# ---- design 1 ----
Figure 1. Met3 routing (design 1).
Cells faint in the background.
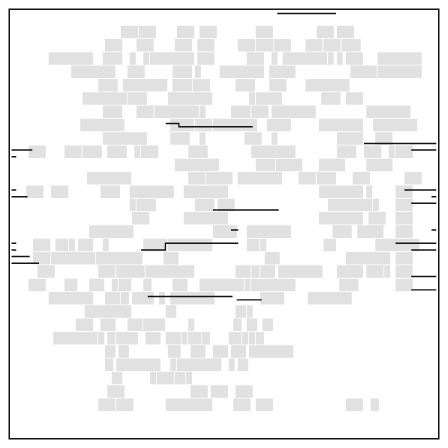
Figure 2. Clock nets (design 1).
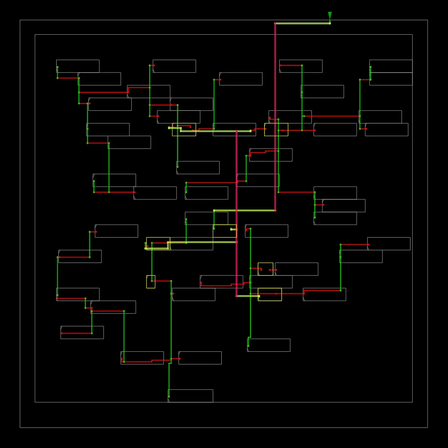
==> config.mk <==
export PLATFORM = sky130hd
export DESIGN_NAME = ldpc_3gpp_dec_buffer_ctrl_flat
export DESIGN_NICKNAME = d
export VERILOG_FILES = /design/src/rtl/ldpc_3gpp_dec_buffer_ctrl_pkg.sv /design/src/rtl/ldpc_3gpp_dec_buffer_ctrl_if.sv /design/src/rtl/ldpc_3gpp_dec_buffer_ctrl.sv /design/src/flat_wrapper.sv
export SDC_FILE = /design/constraint.sdc
export NUM_CORES = 1
export LEC_CHECK = 0
export CORE_MARGIN = 3
export CORE_UTILIZATION = 35
export CTS_BUF_LIST = sky130_fd_sc_hd__clkbuf_8
export DETAILED_ROUTE_END_ITERATION = 7
export MAX_ROUTING_LAYER = met4
export PLACE_DENSITY_LB_ADDON = 0.3
export SLEW_MARGIN = 20
export SYNTH_ARGS = -nofsm -noshare
export SYNTH_HDL_FRONTEND = slang
export SYNTH_SLANG_ARGS = --single-unit
==> constraint.sdc <==
create_clock -name iclk -period 3.4 [get_ports iclk]
set_input_delay 0.51 -clock iclk [delete_from_list [all_inputs] [get_ports iclk]]
set_output_delay 0.51 -clock iclk [all_outputs]
set_load 0.01 [all_outputs]
==> src/rtl/ldpc_3gpp_dec_buffer_ctrl_pkg.sv <==
// Shared types and defaults for the LDPC decoder input-buffer bank controller.
// Holds the frame code context, base-graph/lifting descriptor, bank index type,
// the bank-count default and the read FSM state encoding.
package ldpc_3gpp_dec_buffer_ctrl_pkg;

  localparam int cBUF_N_DEF  = 2;
  localparam int cBANK_W_DEF = 2;

  typedef logic [cBANK_W_DEF-1:0] bank_idx_t;

  // base graph select plus lifting-size set index and exponent
  typedef struct packed {
    logic       bg;
    logic [2:0] ils;
    logic [2:0] jzc;
  } hb_zc_t;

  // per-frame decode context carried alongside each bank
  typedef struct packed {
    hb_zc_t     hb_zc;
    logic [3:0] ncol;
    logic [4:0] tag;
  } code_ctx_t;

  typedef enum logic [1:0] {
    ST_IDLE = 2'd0,
    ST_REQ  = 2'd1,
    ST_RUN  = 2'd2
  } rd_state_t;

endpackage

==> src/rtl/ldpc_3gpp_dec_buffer_ctrl_if.sv <==
// Engine-side handshake of the buffer controller: request/ack, bank, context, done.
// master = controller, slave = decoder engine.
// ostart is held until iack; orbank/ocode_ctx stay stable through the run.
interface ldpc_3gpp_dec_buffer_ctrl_if #(
  parameter int pBANK_W = 2
);
  import ldpc_3gpp_dec_buffer_ctrl_pkg::*;

  logic               ostart;
  logic               iack;
  logic [pBANK_W-1:0] orbank;
  code_ctx_t          ocode_ctx;
  logic               idone;

  modport master (output ostart, orbank, ocode_ctx, input iack, idone);
  modport slave  (input ostart, orbank, ocode_ctx, output iack, idone);

endinterface

==> src/rtl/ldpc_3gpp_dec_buffer_ctrl.sv <==
// Bank controller for the multi-bank LLR input buffer: write/read pointers, occupancy flags, in-order hand-off.
// Latency: iwfull -> flags 1 cycle, iwfull -> ostart 2 cycles from empty; idone -> next ostart after 1 idle cycle.
// Backpressure: ofull/ofulla stall the source; a write while full is dropped and sets sticky oerr.
module ldpc_3gpp_dec_buffer_ctrl
  import ldpc_3gpp_dec_buffer_ctrl_pkg::*;
#(
  parameter int pBUF_N  = cBUF_N_DEF,
  parameter int pBANK_W = cBANK_W_DEF
) (
  input  logic               iclk,
  input  logic               ireset,
  input  logic               iclkena,
  input  logic               iwfull,
  input  code_ctx_t          icode_ctx,
  output logic [pBANK_W-1:0] owbank,
  output logic               oempty,
  output logic               oemptya,
  output logic               ofull,
  output logic               ofulla,
  output logic               oerr,
  ldpc_3gpp_dec_buffer_ctrl_if.master eng
);

  localparam int                   cCNT_W    = $clog2(pBUF_N + 1);
  localparam logic [cCNT_W-1:0]    cFULL     = cCNT_W'(pBUF_N);
  localparam logic [cCNT_W-1:0]    cFULLA    = cCNT_W'(pBUF_N - 1);
  localparam logic [pBANK_W-1:0]   cPTR_LAST = pBANK_W'(pBUF_N - 1);

  logic [pBANK_W-1:0] wptr, rptr;
  logic [cCNT_W-1:0]  nfull, nfull_nxt;
  logic               rd, rd_nxt;
  logic [cCNT_W-1:0]  used, used_nxt;
  rd_state_t          state, state_nxt;
  code_ctx_t          ctx [pBUF_N];
  code_ctx_t          ctx_rd;
  logic               ostart_r;

  logic wr_acc, wr_ovf, claim, release_b;

  // occupancy bookkeeping; writes are judged against the pre-release count
  always_comb begin
    used      = nfull + cCNT_W'(rd);
    wr_acc    = iwfull && (used != cFULL);
    wr_ovf    = iwfull && (used == cFULL);
    claim     = (state == ST_REQ) && eng.iack;
    release_b = (state == ST_RUN) && eng.idone;

    nfull_nxt = nfull;
    case ({wr_acc, claim})
      2'b10:   nfull_nxt = nfull + cCNT_W'(1);
      2'b01:   nfull_nxt = nfull - cCNT_W'(1);
      default: nfull_nxt = nfull;
    endcase

    rd_nxt = rd;
    if (claim)
      rd_nxt = 1'b1;
    else if (release_b)
      rd_nxt = 1'b0;

    used_nxt = nfull_nxt + cCNT_W'(rd_nxt);
  end

  // read FSM next state: request a bank, wait for accept, wait for release
  always_comb begin
    state_nxt = state;
    case (state)
      ST_IDLE: if (nfull != '0) state_nxt = ST_REQ;
      ST_REQ:  if (eng.iack)    state_nxt = ST_RUN;
      ST_RUN:  if (eng.idone)   state_nxt = ST_IDLE;
      default: state_nxt = ST_IDLE;
    endcase
  end

  // state, pointers, counters and registered flags
  always_ff @(posedge iclk or posedge ireset) begin
    if (ireset) begin
      state    <= ST_IDLE;
      wptr     <= '0;
      rptr     <= '0;
      nfull    <= '0;
      rd       <= 1'b0;
      ostart_r <= 1'b0;
      oerr     <= 1'b0;
      oempty   <= 1'b1;
      oemptya  <= 1'b1;
      ofull    <= 1'b0;
      ofulla   <= 1'b0;
    end else if (iclkena) begin
      state    <= state_nxt;
      nfull    <= nfull_nxt;
      rd       <= rd_nxt;
      ostart_r <= (state_nxt == ST_REQ);
      if (wr_acc)
        wptr <= (wptr == cPTR_LAST) ? '0 : wptr + pBANK_W'(1);
      if (release_b)
        rptr <= (rptr == cPTR_LAST) ? '0 : rptr + pBANK_W'(1);
      if (wr_ovf)
        oerr <= 1'b1;
      oempty  <= (nfull_nxt == '0);
      oemptya <= (used_nxt == '0);
      ofull   <= (used_nxt == cFULL);
      ofulla  <= (used_nxt >= cFULLA);
    end
  end

  // context capture only on an accepted write, so a full or busy bank is never overwritten
  always_ff @(posedge iclk or posedge ireset) begin
    if (ireset) begin
      for (int i = 0; i < pBUF_N; i++)
        ctx[i] <= '0;
    end else if (iclkena) begin
      for (int i = 0; i < pBUF_N; i++)
        if (wr_acc && (wptr == pBANK_W'(i)))
          ctx[i] <= icode_ctx;
    end
  end

  // context of the bank under request / being read
  always_comb begin
    ctx_rd = '0;
    for (int i = 0; i < pBUF_N; i++)
      if (rptr == pBANK_W'(i))
        ctx_rd = ctx[i];
  end

  assign owbank        = wptr;
  assign eng.ostart    = ostart_r;
  assign eng.orbank    = rptr;
  assign eng.ocode_ctx = ctx_rd;

endmodule

==> src/flat_wrapper.sv <==
// flat-port wrapper written by rule: the top's interface ports become plain ports
module ldpc_3gpp_dec_buffer_ctrl_flat import ldpc_3gpp_dec_buffer_ctrl_pkg::*;
#(
  parameter int pBUF_N  = cBUF_N_DEF,
  parameter int pBANK_W = cBANK_W_DEF
)
  (iclk, ireset, iclkena, iwfull, icode_ctx, owbank, oempty, oemptya, ofull, ofulla, oerr, eng_ostart, eng_orbank, eng_ocode_ctx, eng_iack, eng_idone);
  ldpc_3gpp_dec_buffer_ctrl_if #(.pBANK_W(pBANK_W)) eng_i ();
  input  logic iclk;
  input  logic ireset;
  input  logic iclkena;
  input  logic iwfull;
  input  code_ctx_t icode_ctx;
  output logic [pBANK_W-1:0] owbank;
  output logic oempty;
  output logic oemptya;
  output logic ofull;
  output logic ofulla;
  output logic oerr;
  output wire logic [$bits(eng_i.ostart)-1:0] eng_ostart;
  output wire logic [$bits(eng_i.orbank)-1:0] eng_orbank;
  output wire logic [$bits(eng_i.ocode_ctx)-1:0] eng_ocode_ctx;
  input wire logic [$bits(eng_i.iack)-1:0] eng_iack;
  input wire logic [$bits(eng_i.idone)-1:0] eng_idone;
  assign eng_ostart = eng_i.ostart;
  assign eng_orbank = eng_i.orbank;
  assign eng_ocode_ctx = eng_i.ocode_ctx;
  assign eng_i.iack = eng_iack;
  assign eng_i.idone = eng_idone;
  ldpc_3gpp_dec_buffer_ctrl #(.pBUF_N(pBUF_N), .pBANK_W(pBANK_W)) u_core (.iclk(iclk), .ireset(ireset), .iclkena(iclkena), .iwfull(iwfull), .icode_ctx(icode_ctx), .owbank(owbank), .oempty(oempty), .oemptya(oemptya), .ofull(ofull), .ofulla(ofulla), .oerr(oerr), .eng(eng_i));
endmodule
==> git commit body <==
Add synthesis and place-and-route results

- Setup total negative slack on the finished layout was measured at 0 ns.
- Warnings reported by Yosys during synthesis add up to 0.
- sky130_fd_sc_hd__dfrtp_1 takes more of the synthesized area than any other cell.
- Hold violation total from the final report: 0
- Cell count after synthesis: 184
- Area share of the largest cell type after synthesis: 48.5%
- Count of inverters not on the clock network in the layout: 5
- Chip area: 0.00764 sq mm
* Iteration-0 DRC Markers: 52
* Instance count on the critical path: 9
- Sequence of cells on the critical path: ha_1 -> xnor2_4 -> o21ai_0 -> ha_1 -> xnor2_1 -> ha_1 -> xor2_1 -> or3_1 -> a32o_1
* Netlist area before placement: 0.00232 sq mm
- Number of instances in the placed design: 299
- Before antenna repair, the detailed router went through 4 iterations.
- The power report puts the net switching power at 1.01 mW.
- Of the total power, combinational logic draws 52.0%.
- In this run the post-CTS setup repair buffer count came out at 0.
- 48 I/O pins were placed.
* Worst reg-to-reg path cell count: 9
- Seq cells post-synth: 47
* EDFF count, synth: 0
- Following the worst setup path forward leads to its endpoint at u_core.oemptya.
- Cell Type Count: 36
- Global routing used 20.5% of the available met2 tracks.
- STA classifies the critical path startpoint as a register.
- Die extent in y: 87.4 um
- Total design power: 2.85 mW
- The run finished with clean final reports.
## Picture notes: Figure 1
21 nets have wire on it. The layer holds 3.6% of the routed length.

## Picture notes: Figure 2
power in the clock group: 0.326 mW
clock buffers created by TritonCTS: 5
clock latency at the later pin of the worst-skew pair: 0.30 ns

[cell families after synthesis]
logic type	count (synthesis)	share of synthesized area, %
AND-OR/OR-AND	22	8.03
XOR/XNOR	10	4.58
adder cells (fa/ha/maj)	3	1.62
buffers and inverters	16	3.56
flip-flops	47	50.8
multiplexers	48	24.0
AND/OR/NAND/NOR	38	7.38
[power by group through the flow]
stage	clock network (mW)	logic, mW	registers [mW]
floorplan	0	1.04	0.965
global placement	0	1.47	1.04
detailed placement	0	1.49	1.05
CTS	0.344	1.50	1.04
global route	0.365	1.63	1.08
finish	0.326	1.48	1.04

# ---- design 2 ----
Figure 3. Zoomed window (design 2).
Window x 13 to 53, y 13 to 53 um. Cells in grey, sequential cells in the stronger grey; small squares are vias.
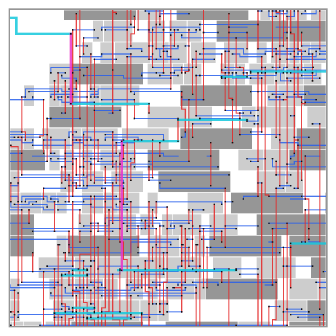
Figure 4. Wire density map (design 2).
Bar = 20 um. 13 x 13 tiles, from white (low) to dark blue (high), scaled to the fullest tile. Values are wire area over tile area, all layers added.
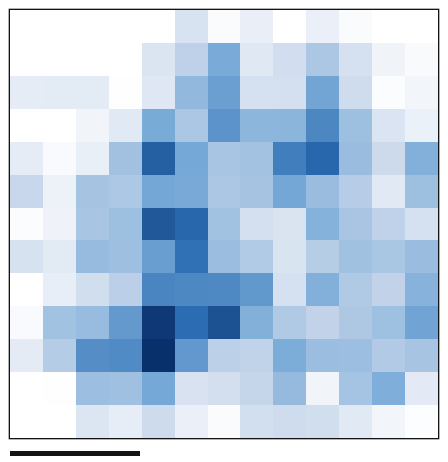
**src/rtl/uart_tx_ctrl_if.sv**
```systemverilog
// Byte-transfer bundle between the TX FIFO, the sequencer and the UART
// transmitter. The sequencer takes the master side; the FIFO and the
// transmitter together make up the slave side.
interface uart_tx_ctrl_if #(
  parameter int D_W = 8
);
  logic           ff_empty;
  logic [D_W-1:0] ff_data;
  logic           ff_rd_en;
  logic [D_W-1:0] tx_data;
  logic           tx_start;
  logic           tx_done;

  modport master (
    input  ff_empty, ff_data, tx_done,
    output ff_rd_en, tx_data, tx_start
  );

  modport slave (
    output ff_empty, ff_data, tx_done,
    input  ff_rd_en, tx_data, tx_start
  );
endinterface

```
**src/rtl/uart_tx_ctrl.sv**
```systemverilog
// Transmit-path sequencer: pops bytes from the TX FIFO, hands each one to
// the UART transmitter with a start pulse, waits for frame completion and
// then idles for a programmable number of baud ticks. A flush drains the
// FIFO without transmitting anything.
module uart_tx_ctrl #(
  parameter int D_W   = 8,
  parameter int GAP_W = 8,
  parameter int CNT_W = 16
) (
  input  logic             clk,
  input  logic             rst,
  input  logic             enable,
  input  logic             flush,
  input  logic [GAP_W-1:0] gap_ticks,
  input  logic             b_en,
  uart_tx_ctrl_if.master   bus,
  output logic             busy,
  output logic [CNT_W-1:0] frames_sent
);

  typedef enum logic [2:0] {
    IDLE,
    POP,
    LATCH,
    START,
    SEND,
    GAP,
    FL_POP,
    FL_WAIT
  } state_t;

  state_t           state;
  state_t           next_state;
  logic [GAP_W-1:0] gap_cnt;

  // State register.
  always_ff @(posedge clk or posedge rst) begin
    if (rst) begin
      state <= IDLE;
    end else begin
      state <= next_state;
    end
  end

  // Next-state decode; flush wins over enable, and neither level is looked
  // at outside IDLE/FL_WAIT, so a frame and its gap always run to the end.
  always_comb begin
    next_state = state;
    unique case (state)
      IDLE: begin
        if (flush && !bus.ff_empty) begin
          next_state = FL_POP;
        end else if (enable && !bus.ff_empty) begin
          next_state = POP;
        end
      end
      POP:   next_state = LATCH;
      LATCH: next_state = START;
      START: next_state = SEND;
      SEND: begin
        if (bus.tx_done) begin
          next_state = (gap_ticks == '0) ? IDLE : GAP;
        end
      end
      GAP: begin
        if (b_en && (gap_cnt == GAP_W'(1))) begin
          next_state = IDLE;
        end
      end
      FL_POP: next_state = FL_WAIT;
      FL_WAIT: begin
        next_state = (flush && !bus.ff_empty) ? FL_POP : IDLE;
      end
      default: next_state = IDLE;
    endcase
  end

  // Registered strobes, decoded from the state being entered so that each
  // is high for exactly the POP/FL_POP or START cycle.
  always_ff @(posedge clk or posedge rst) begin
    if (rst) begin
      bus.ff_rd_en <= 1'b0;
      bus.tx_start <= 1'b0;
    end else begin
      bus.ff_rd_en <= (next_state == POP) || (next_state == FL_POP);
      bus.tx_start <= (next_state == START);
    end
  end

  // Data capture, frame counter and inter-frame gap counter.
  always_ff @(posedge clk or posedge rst) begin
    if (rst) begin
      bus.tx_data <= '0;
      frames_sent <= '0;
      gap_cnt     <= '0;
    end else begin
      if (state == LATCH) begin
        bus.tx_data <= bus.ff_data;
      end
      if ((state == SEND) && bus.tx_done) begin
        frames_sent <= frames_sent + 1'b1;
        gap_cnt     <= gap_ticks;
      end else if ((state == GAP) && b_en) begin
        gap_cnt <= gap_cnt - 1'b1;
      end
    end
  end

  // Busy whenever the sequencer is anywhere but IDLE.
  always_comb begin
    busy = (state != IDLE);
  end

endmodule

```
**src/flat_wrapper.sv**
```systemverilog
// flat-port wrapper written by rule: the top's interface ports become plain ports
module uart_tx_ctrl_flat 
#(
  parameter int D_W   = 8,
  parameter int GAP_W = 8,
  parameter int CNT_W = 16
)
  (clk, rst, enable, flush, gap_ticks, b_en, busy, frames_sent, bus_ff_empty, bus_ff_data, bus_tx_done, bus_ff_rd_en, bus_tx_data, bus_tx_start);
  uart_tx_ctrl_if #(.D_W(D_W)) bus_i ();
  input  logic clk;
  input  logic rst;
  input  logic enable;
  input  logic flush;
  input  logic [GAP_W-1:0] gap_ticks;
  input  logic b_en;
  output logic busy;
  output logic [CNT_W-1:0] frames_sent;
  input wire logic [$bits(bus_i.ff_empty)-1:0] bus_ff_empty;
  input wire logic [$bits(bus_i.ff_data)-1:0] bus_ff_data;
  input wire logic [$bits(bus_i.tx_done)-1:0] bus_tx_done;
  output wire logic [$bits(bus_i.ff_rd_en)-1:0] bus_ff_rd_en;
  output wire logic [$bits(bus_i.tx_data)-1:0] bus_tx_data;
  output wire logic [$bits(bus_i.tx_start)-1:0] bus_tx_start;
  assign bus_i.ff_empty = bus_ff_empty;
  assign bus_i.ff_data = bus_ff_data;
  assign bus_i.tx_done = bus_tx_done;
  assign bus_ff_rd_en = bus_i.ff_rd_en;
  assign bus_tx_data = bus_i.tx_data;
  assign bus_tx_start = bus_i.tx_start;
  uart_tx_ctrl #(.D_W(D_W), .GAP_W(GAP_W), .CNT_W(CNT_W)) u_core (.clk(clk), .rst(rst), .enable(enable), .flush(flush), .gap_ticks(gap_ticks), .b_en(b_en), .bus(bus_i), .busy(busy), .frames_sent(frames_sent));
endmodule
```
**config.mk**
```make
export PLATFORM = sky130hd
export DESIGN_NAME = uart_tx_ctrl_flat
export DESIGN_NICKNAME = d
export VERILOG_FILES = /design/src/rtl/uart_tx_ctrl_if.sv /design/src/rtl/uart_tx_ctrl.sv /design/src/flat_wrapper.sv
export SDC_FILE = /design/constraint.sdc
export NUM_CORES = 1
export LEC_CHECK = 0
export ABC_AREA = 0
export ABC_CLOCK_PERIOD_IN_PS = 2500
export CORE_MARGIN = 2
export CORE_UTILIZATION = 47
export DETAILED_ROUTE_END_ITERATION = 10
export PLACE_DENSITY = 0.85
export SLEW_MARGIN = 20
export SYNTH_ARGS = -nofsm -noshare
export SYNTH_HDL_FRONTEND = slang
export SYNTH_SLANG_ARGS = --single-unit
export TNS_END_PERCENT = 50
```
**constraint.sdc**
```tcl
create_clock -name clk -period 2.5 [get_ports clk]
set_input_delay 0.25 -clock clk [delete_from_list [all_inputs] [get_ports clk]]
set_output_delay 0.25 -clock clk [all_outputs]
set_load 0.05 [all_outputs]
```
==> git commit body <==
Add synthesis and place-and-route results

* FILL cells: 300
- The number of sequential cells reported for the layout is 37.
- Clock tree cell share of total cell area: 3.39%
- The layout report lists the non-clock buffer share of cell area as 21.1%.
- Status: finished clean
* Part of the power in registers: 39.0%
* Instance count on the critical path: 2
- Logic Gate Count: 124
- After global routing the overflow that remains totals 0.
* Via density per instance: 5.29
* Fraction of the core area covered by cells at the end of the flow: 66.0%
- The flow reports power dissipated in sequential cells as 1.02 mW.
- Most frequent cells after synthesis: sky130_fd_sc_hd__dfrtp_1, sky130_fd_sc_hd__nand2_1, sky130_fd_sc_hd__nor2_1, sky130_fd_sc_hd__nand3_1, sky130_fd_sc_hd__xnor2_1
- In this run, the synthesized area fraction spent on xor and xnor cells is recorded as 7.26%.
- 0 antenna diodes ended up in the layout.
- Buffers outside the clock class: 52
- For this run, asynchronously set or reset flops after synthesis account for 100%.
- Number of buffers on the longest clock path: 2
- Portion of the clock cycle consumed by the worst path in the final layout: 88.7%
* Max stage delay on crit path: 0.71 ns
- The layout report gives the multi-input gate share of total cell area as 34.5%.
- Worst setup slack before clock tree synthesis: 0.366 ns
- The number of different library cells used by synthesis comes to 43.
- Post-CTS resize count: 0
## Picture notes: Figure 3
Key: M3 = cyan; M2 = red; M1 = blue; M4 = magenta
Most frequent: dfrtp_1 (15), nand2_1 (14), nor2_1 (11). Sequential cells in the window: 15. 116 logic cells have their middle in the window. Netlist names of flops here include u_core.frames_sent (7), u_core.gap_cnt (6).

## Picture notes: Figure 4
The densest ninth of the die: centre. The emptiest ninth of the die: north-west. The mean over all tiles is 0.14. 17% of the tiles are over half the peak. 14% of the tiles are nearly empty.

## sequential cells by signal, indices dropped and copies added (netlist names)
signal / count
u_core.state: 3
u_core.bus.tx_data: 8
u_core.bus.tx_start: 1
u_core.frames_sent: 16
u_core.gap_cnt: 8
u_core.bus.ff_rd_en: 1
## tightest hold or removal path: cells and delay by family
kind                   cells  cell delay, ns
buffers and inverters      3            0.86

# ---- design 3 ----
==> src/rtl/fmax_reduce_if.sv <==
// fmax_reduce_if: stream bundle for the fmax_reduce block.
//   in_valid/in_ready/in_data/in_last : operand stream into the reducer
//   out_valid/out_ready/out_data/out_idx/out_nan : one result per packet
// master = upstream/downstream side (testbench or pipeline), slave = reducer.
interface fmax_reduce_if #(
    parameter int WE   = 5,
    parameter int WF   = 5,
    parameter int IDXW = 8
);
    logic                in_valid;
    logic                in_ready;
    logic [WE+WF+2:0]    in_data;
    logic                in_last;
    logic                out_valid;
    logic                out_ready;
    logic [WE+WF+2:0]    out_data;
    logic [IDXW-1:0]     out_idx;
    logic                out_nan;

    modport master (
        output in_valid, in_data, in_last, out_ready,
        input  in_ready, out_valid, out_data, out_idx, out_nan
    );

    modport slave (
        input  in_valid, in_data, in_last, out_ready,
        output in_ready, out_valid, out_data, out_idx, out_nan
    );
endinterface

==> src/rtl/fmax_reduce.sv <==
// fmax_reduce: streaming max-reduction over FloPoCo floats
//   (exc[1:0] | sign | exp[WE-1:0] | frac[WF-1:0]; exc 00=zero 01=normal
//   10=inf 11=NaN). Keeps a running maximum of a packet and returns the max,
//   its 0-based index and a sticky NaN flag once per packet.
// Ports:
//   clk    : rising-edge clock
//   rst_n  : asynchronous active-low reset
//   bus    : fmax_reduce_if.slave (input stream + result handshake)
// Also contains fcmplt, the combinational X<Y comparator it is built around.

// fcmplt: combinational FloPoCo less-than.
//   x, y      : operands
//   xlty      : x < y (0 when unordered; +0 and -0 compare equal)
//   unordered : either operand is NaN
module fcmplt #(
    parameter int WE = 5,
    parameter int WF = 5,
    parameter int ID = 1
) (
    input  logic [WE+WF+2:0] x,
    input  logic [WE+WF+2:0] y,
    output logic             xlty,
    output logic             unordered
);
    localparam int W = WE + WF + 3;

    logic [1:0]       ex, ey;
    logic             sx, sy;
    logic [WE+WF+1:0] mx, my;

    assign ex = x[W-1:W-2];
    assign ey = y[W-1:W-2];
    assign sx = x[W-3];
    assign sy = y[W-3];

    // Magnitude key: exc class on top (zero < normal < inf), exp/frac only
    // meaningful for normals so they are zeroed otherwise.
    assign mx = {ex, (ex == 2'b01) ? x[WE+WF-1:0] : {(WE+WF){1'b0}}};
    assign my = {ey, (ey == 2'b01) ? y[WE+WF-1:0] : {(WE+WF){1'b0}}};

    assign unordered = (ex == 2'b11) || (ey == 2'b11);

    always_comb begin
        xlty = 1'b0;
        if (!unordered) begin
            if (ex == 2'b00 && ey == 2'b00) xlty = 1'b0;   // +0 == -0
            else if (sx != sy)              xlty = sx;
            else if (!sx)                   xlty = (mx < my);
            else                            xlty = (mx > my);
        end
    end

    // ID only tags the instance; it has no effect on the logic.
    if (ID < 0) begin : g_id_tag
    end
endmodule

module fmax_reduce #(
    parameter int WE   = 5,
    parameter int WF   = 5,
    parameter int IDXW = 8,
    parameter int ID   = 1
) (
    input  logic         clk,
    input  logic         rst_n,
    fmax_reduce_if.slave bus
);
    localparam int W = WE + WF + 3;

    typedef enum logic [1:0] {S_IDLE, S_ACC, S_DONE} state_t;

    state_t          state;
    logic [W-1:0]    max_r;
    logic [IDXW-1:0] idx_r;
    logic [IDXW-1:0] cnt;
    logic            nan_r;
    logic            out_valid_r;

    logic            xlty, unordered, accept, in_is_nan;
    logic [W-1:0]    nan_canon;

    assign nan_canon = {2'b11, {(W-2){1'b0}}};
    assign in_is_nan = (bus.in_data[W-1:W-2] == 2'b11);

    fcmplt #(.WE(WE), .WF(WF), .ID(ID)) u_cmp (
        .x         (max_r),
        .y         (bus.in_data),
        .xlty      (xlty),
        .unordered (unordered)
    );

    // Ready is held low while reset is asserted, not just until the first edge.
    assign bus.in_ready  = rst_n && (state != S_DONE);
    assign accept        = bus.in_valid && bus.in_ready;

    assign bus.out_valid = out_valid_r;
    assign bus.out_data  = max_r;
    assign bus.out_idx   = idx_r;
    assign bus.out_nan   = nan_r;

    always_ff @(posedge clk or negedge rst_n) begin
        if (!rst_n) begin
            state       <= S_IDLE;
            max_r       <= '0;
            idx_r       <= '0;
            cnt         <= '0;
            nan_r       <= 1'b0;
            out_valid_r <= 1'b0;
        end else begin
            case (state)
                S_IDLE: if (accept) begin
                    max_r <= bus.in_data;
                    idx_r <= '0;
                    cnt   <= {{(IDXW-1){1'b0}}, 1'b1};
                    nan_r <= in_is_nan;
                    if (bus.in_last) begin
                        state       <= S_DONE;
                        out_valid_r <= 1'b1;
                    end else begin
                        state <= S_ACC;
                    end
                end
                S_ACC: if (accept) begin
                    // With nan_r clear, max_r is never NaN, so unordered
                    // here means the incoming beat is the first NaN.
                    if (unordered && !nan_r) begin
                        nan_r <= 1'b1;
                        max_r <= nan_canon;
                        idx_r <= cnt;
                    end else if (!nan_r && xlty) begin
                        max_r <= bus.in_data;
                        idx_r <= cnt;
                    end
                    if (cnt != '1) cnt <= cnt + 1'b1;
                    if (bus.in_last) begin
                        state       <= S_DONE;
                        out_valid_r <= 1'b1;
                    end
                end
                S_DONE: if (out_valid_r && bus.out_ready) begin
                    state       <= S_IDLE;
                    out_valid_r <= 1'b0;
                end
                default: state <= S_IDLE;
            endcase
        end
    end
endmodule
==> src/flat_wrapper.sv <==
// flat-port wrapper written by rule: the top's interface ports become plain ports
module fmax_reduce_flat 
#(
    parameter int WE   = 5,
    parameter int WF   = 5,
    parameter int IDXW = 8,
    parameter int ID   = 1
)
  (clk, rst_n, bus_in_valid, bus_in_data, bus_in_last, bus_out_ready, bus_in_ready, bus_out_valid, bus_out_data, bus_out_idx, bus_out_nan);
  fmax_reduce_if #(.WE(WE), .WF(WF), .IDXW(IDXW)) bus_i ();
  input  logic clk;
  input  logic rst_n;
  input wire logic [$bits(bus_i.in_valid)-1:0] bus_in_valid;
  input wire logic [$bits(bus_i.in_data)-1:0] bus_in_data;
  input wire logic [$bits(bus_i.in_last)-1:0] bus_in_last;
  input wire logic [$bits(bus_i.out_ready)-1:0] bus_out_ready;
  output wire logic [$bits(bus_i.in_ready)-1:0] bus_in_ready;
  output wire logic [$bits(bus_i.out_valid)-1:0] bus_out_valid;
  output wire logic [$bits(bus_i.out_data)-1:0] bus_out_data;
  output wire logic [$bits(bus_i.out_idx)-1:0] bus_out_idx;
  output wire logic [$bits(bus_i.out_nan)-1:0] bus_out_nan;
  assign bus_i.in_valid = bus_in_valid;
  assign bus_i.in_data = bus_in_data;
  assign bus_i.in_last = bus_in_last;
  assign bus_i.out_ready = bus_out_ready;
  assign bus_in_ready = bus_i.in_ready;
  assign bus_out_valid = bus_i.out_valid;
  assign bus_out_data = bus_i.out_data;
  assign bus_out_idx = bus_i.out_idx;
  assign bus_out_nan = bus_i.out_nan;
  fmax_reduce #(.WE(WE), .WF(WF), .IDXW(IDXW), .ID(ID)) u_core (.clk(clk), .rst_n(rst_n), .bus(bus_i));
endmodule
==> config.mk <==
export PLATFORM = sky130hd
export DESIGN_NAME = fmax_reduce_flat
export DESIGN_NICKNAME = d
export VERILOG_FILES = /design/src/rtl/fmax_reduce_if.sv /design/src/rtl/fmax_reduce.sv /design/src/flat_wrapper.sv
export SDC_FILE = /design/constraint.sdc
export NUM_CORES = 1
export LEC_CHECK = 0
export CAP_MARGIN = 20
export CORE_MARGIN = 3
export CORE_UTILIZATION = 25
export DETAILED_ROUTE_END_ITERATION = 12
export GPL_TIMING_DRIVEN = 0
export HOLD_SLACK_MARGIN = 0.15
export MAX_ROUTING_LAYER = met4
export PLACE_DENSITY = 0.57
export SYNTH_ARGS = -nofsm -noshare
export SYNTH_HDL_FRONTEND = slang
export SYNTH_SLANG_ARGS = --single-unit
==> constraint.sdc <==
create_clock -name clk -period 2.89 [get_ports clk]
set_clock_uncertainty 0.2 [all_clocks]
set_input_delay 0.4335 -clock clk [delete_from_list [all_inputs] [get_ports clk]]
set_output_delay 0.4335 -clock clk [all_outputs]
set_load 0.005 [all_outputs]
==> git commit body <==
Add synthesis and place-and-route results

* CTS tree: done
- For this block, the via count after detailed routing is 1632.
* Failing checks: negative setup slack
* Largest vdd supply drop: 0.223 mV
* Fraction of the core area covered by cells at the end of the flow: 39.6%
- Netlist area before placement: 0.00183 sq mm
* Final setup violation count: 21
- Clock latency at the later pin of the worst-skew pair: 0.29 ns
- The flow inserted 96 tap cells.
- Max stage delay on crit path: 0.45 ns
- Proportion of synthesized flip-flops having asynchronous set or reset: 100%
* Vias in the first global route: 1689
- Status: complete, but fails checks
- The share of synthesized area in the top cell type comes to 45.2%.
- Min-Delay Endpoint: u_core.bus.out_nan
- Per the detailed placement report, the placed cell area equals 0.00236 sq mm.
- The critical path in this run is classified as reg -> reg.
* Routing usage on met2: 20.1%
- Warnings raised by the tools during the run amount to 28.
- Post-CTS resize count: 39
- Multiplexer share: 4.38%
- The signal on the critical path passes through buf_8 -> and3_4 -> ha_1 -> nand2_2 -> or3_4 -> a21o_1 -> a31o_1 -> a211oi_2 -> o21ai_4 -> buf_6 -> a22o_1.
- Instance count on the critical path: 11
- Cell total in the yosys stat output: 189
- Clk pwr share: 22.2%
- Max-slew violation count: 0
- Flop-to-flop setup slack: -0.11 ns
- The analysis attributes to net switching a power of 0.684 mW.
- In the per-layer breakdown of the detailed-route log, met1 shows 2510 um.
- Seq cells post-synth: 33
- In the post-route analysis, the smallest setup slack over all paths is -0.111 ns.
- Multi-input gate share of total cell area: 38.3%
- Logic Gate Count: 137
- In the final layout, non-clock buffers account for 21.1% of the cell area.
- Reported combinational group power: 0.904 mW
- After detailed routing, the met2 layer carries 2360 um of wire.
- Final wirelength: 5130 um
==> metrics by stage <==
step	setup WS [ns]	setup TNS [ns]	std cells	hold slack, ns	power [mW]
2_1_floorplan	0.00772	0	189	-0.0621	1.08
3_3_place_gp	-1.38	-27.48	326	0.266	1.43
3_5_place_dp	-0.858	-17.70	326	0.282	1.43
4_1_cts	-0.0467	-0.472	347	0.251	2.05
5_1_grt	-0.200	-3.10	347	0.268	2.21
6_report	-0.111	-1.26	347	0.273	2.07
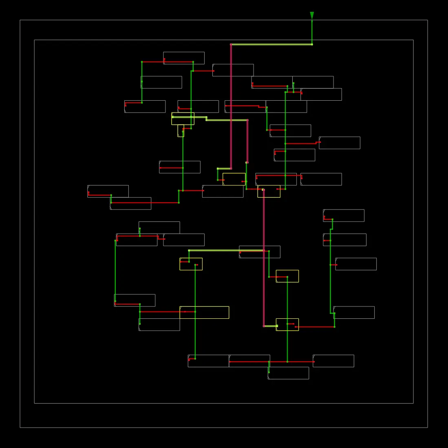
Figure 5: design 3, clock nets.
clkbuf count: 7
number of clock sinks: 33

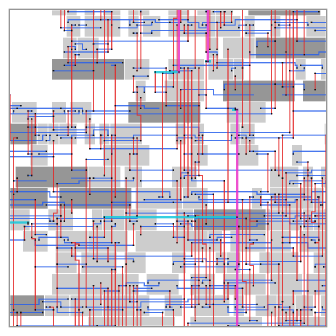
Figure 6: design 3, zoomed window.
Window x 26 to 66, y 26 to 66 um. Cells in grey, sequential cells in the stronger grey; small squares are vias.
Key: M3 = cyan; M1 = blue; M2 = red; M4 = magenta
Sequential cells in the window: 8. 99 logic cells have their middle in the window. Netlist names of flops here include u_core.cnt (4), u_core.bus.out_data (3). Most frequent: nand2_1 (10), dfrtp_1 (8), nor2_1 (7).



==> gallery <==
Clock network drawn from the DEF.
Bar = 20 um.
shot_01.png
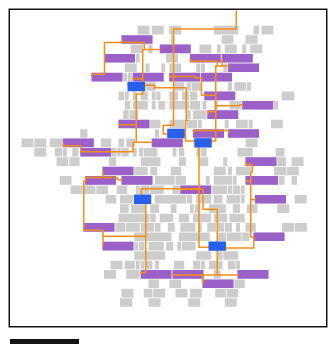
shot_02.png
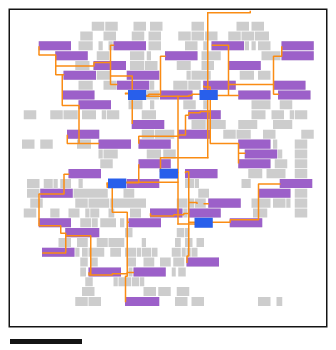
shot_03.png
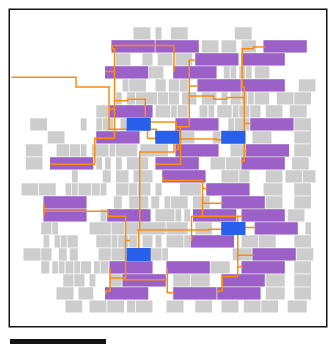
Of these, smallest die: shot_03.png
shot_03.png -> design 2
shot_02.png -> design 1
shot_01.png -> design 3

No activity file was given, so power comes from the tool's default toggle rates.
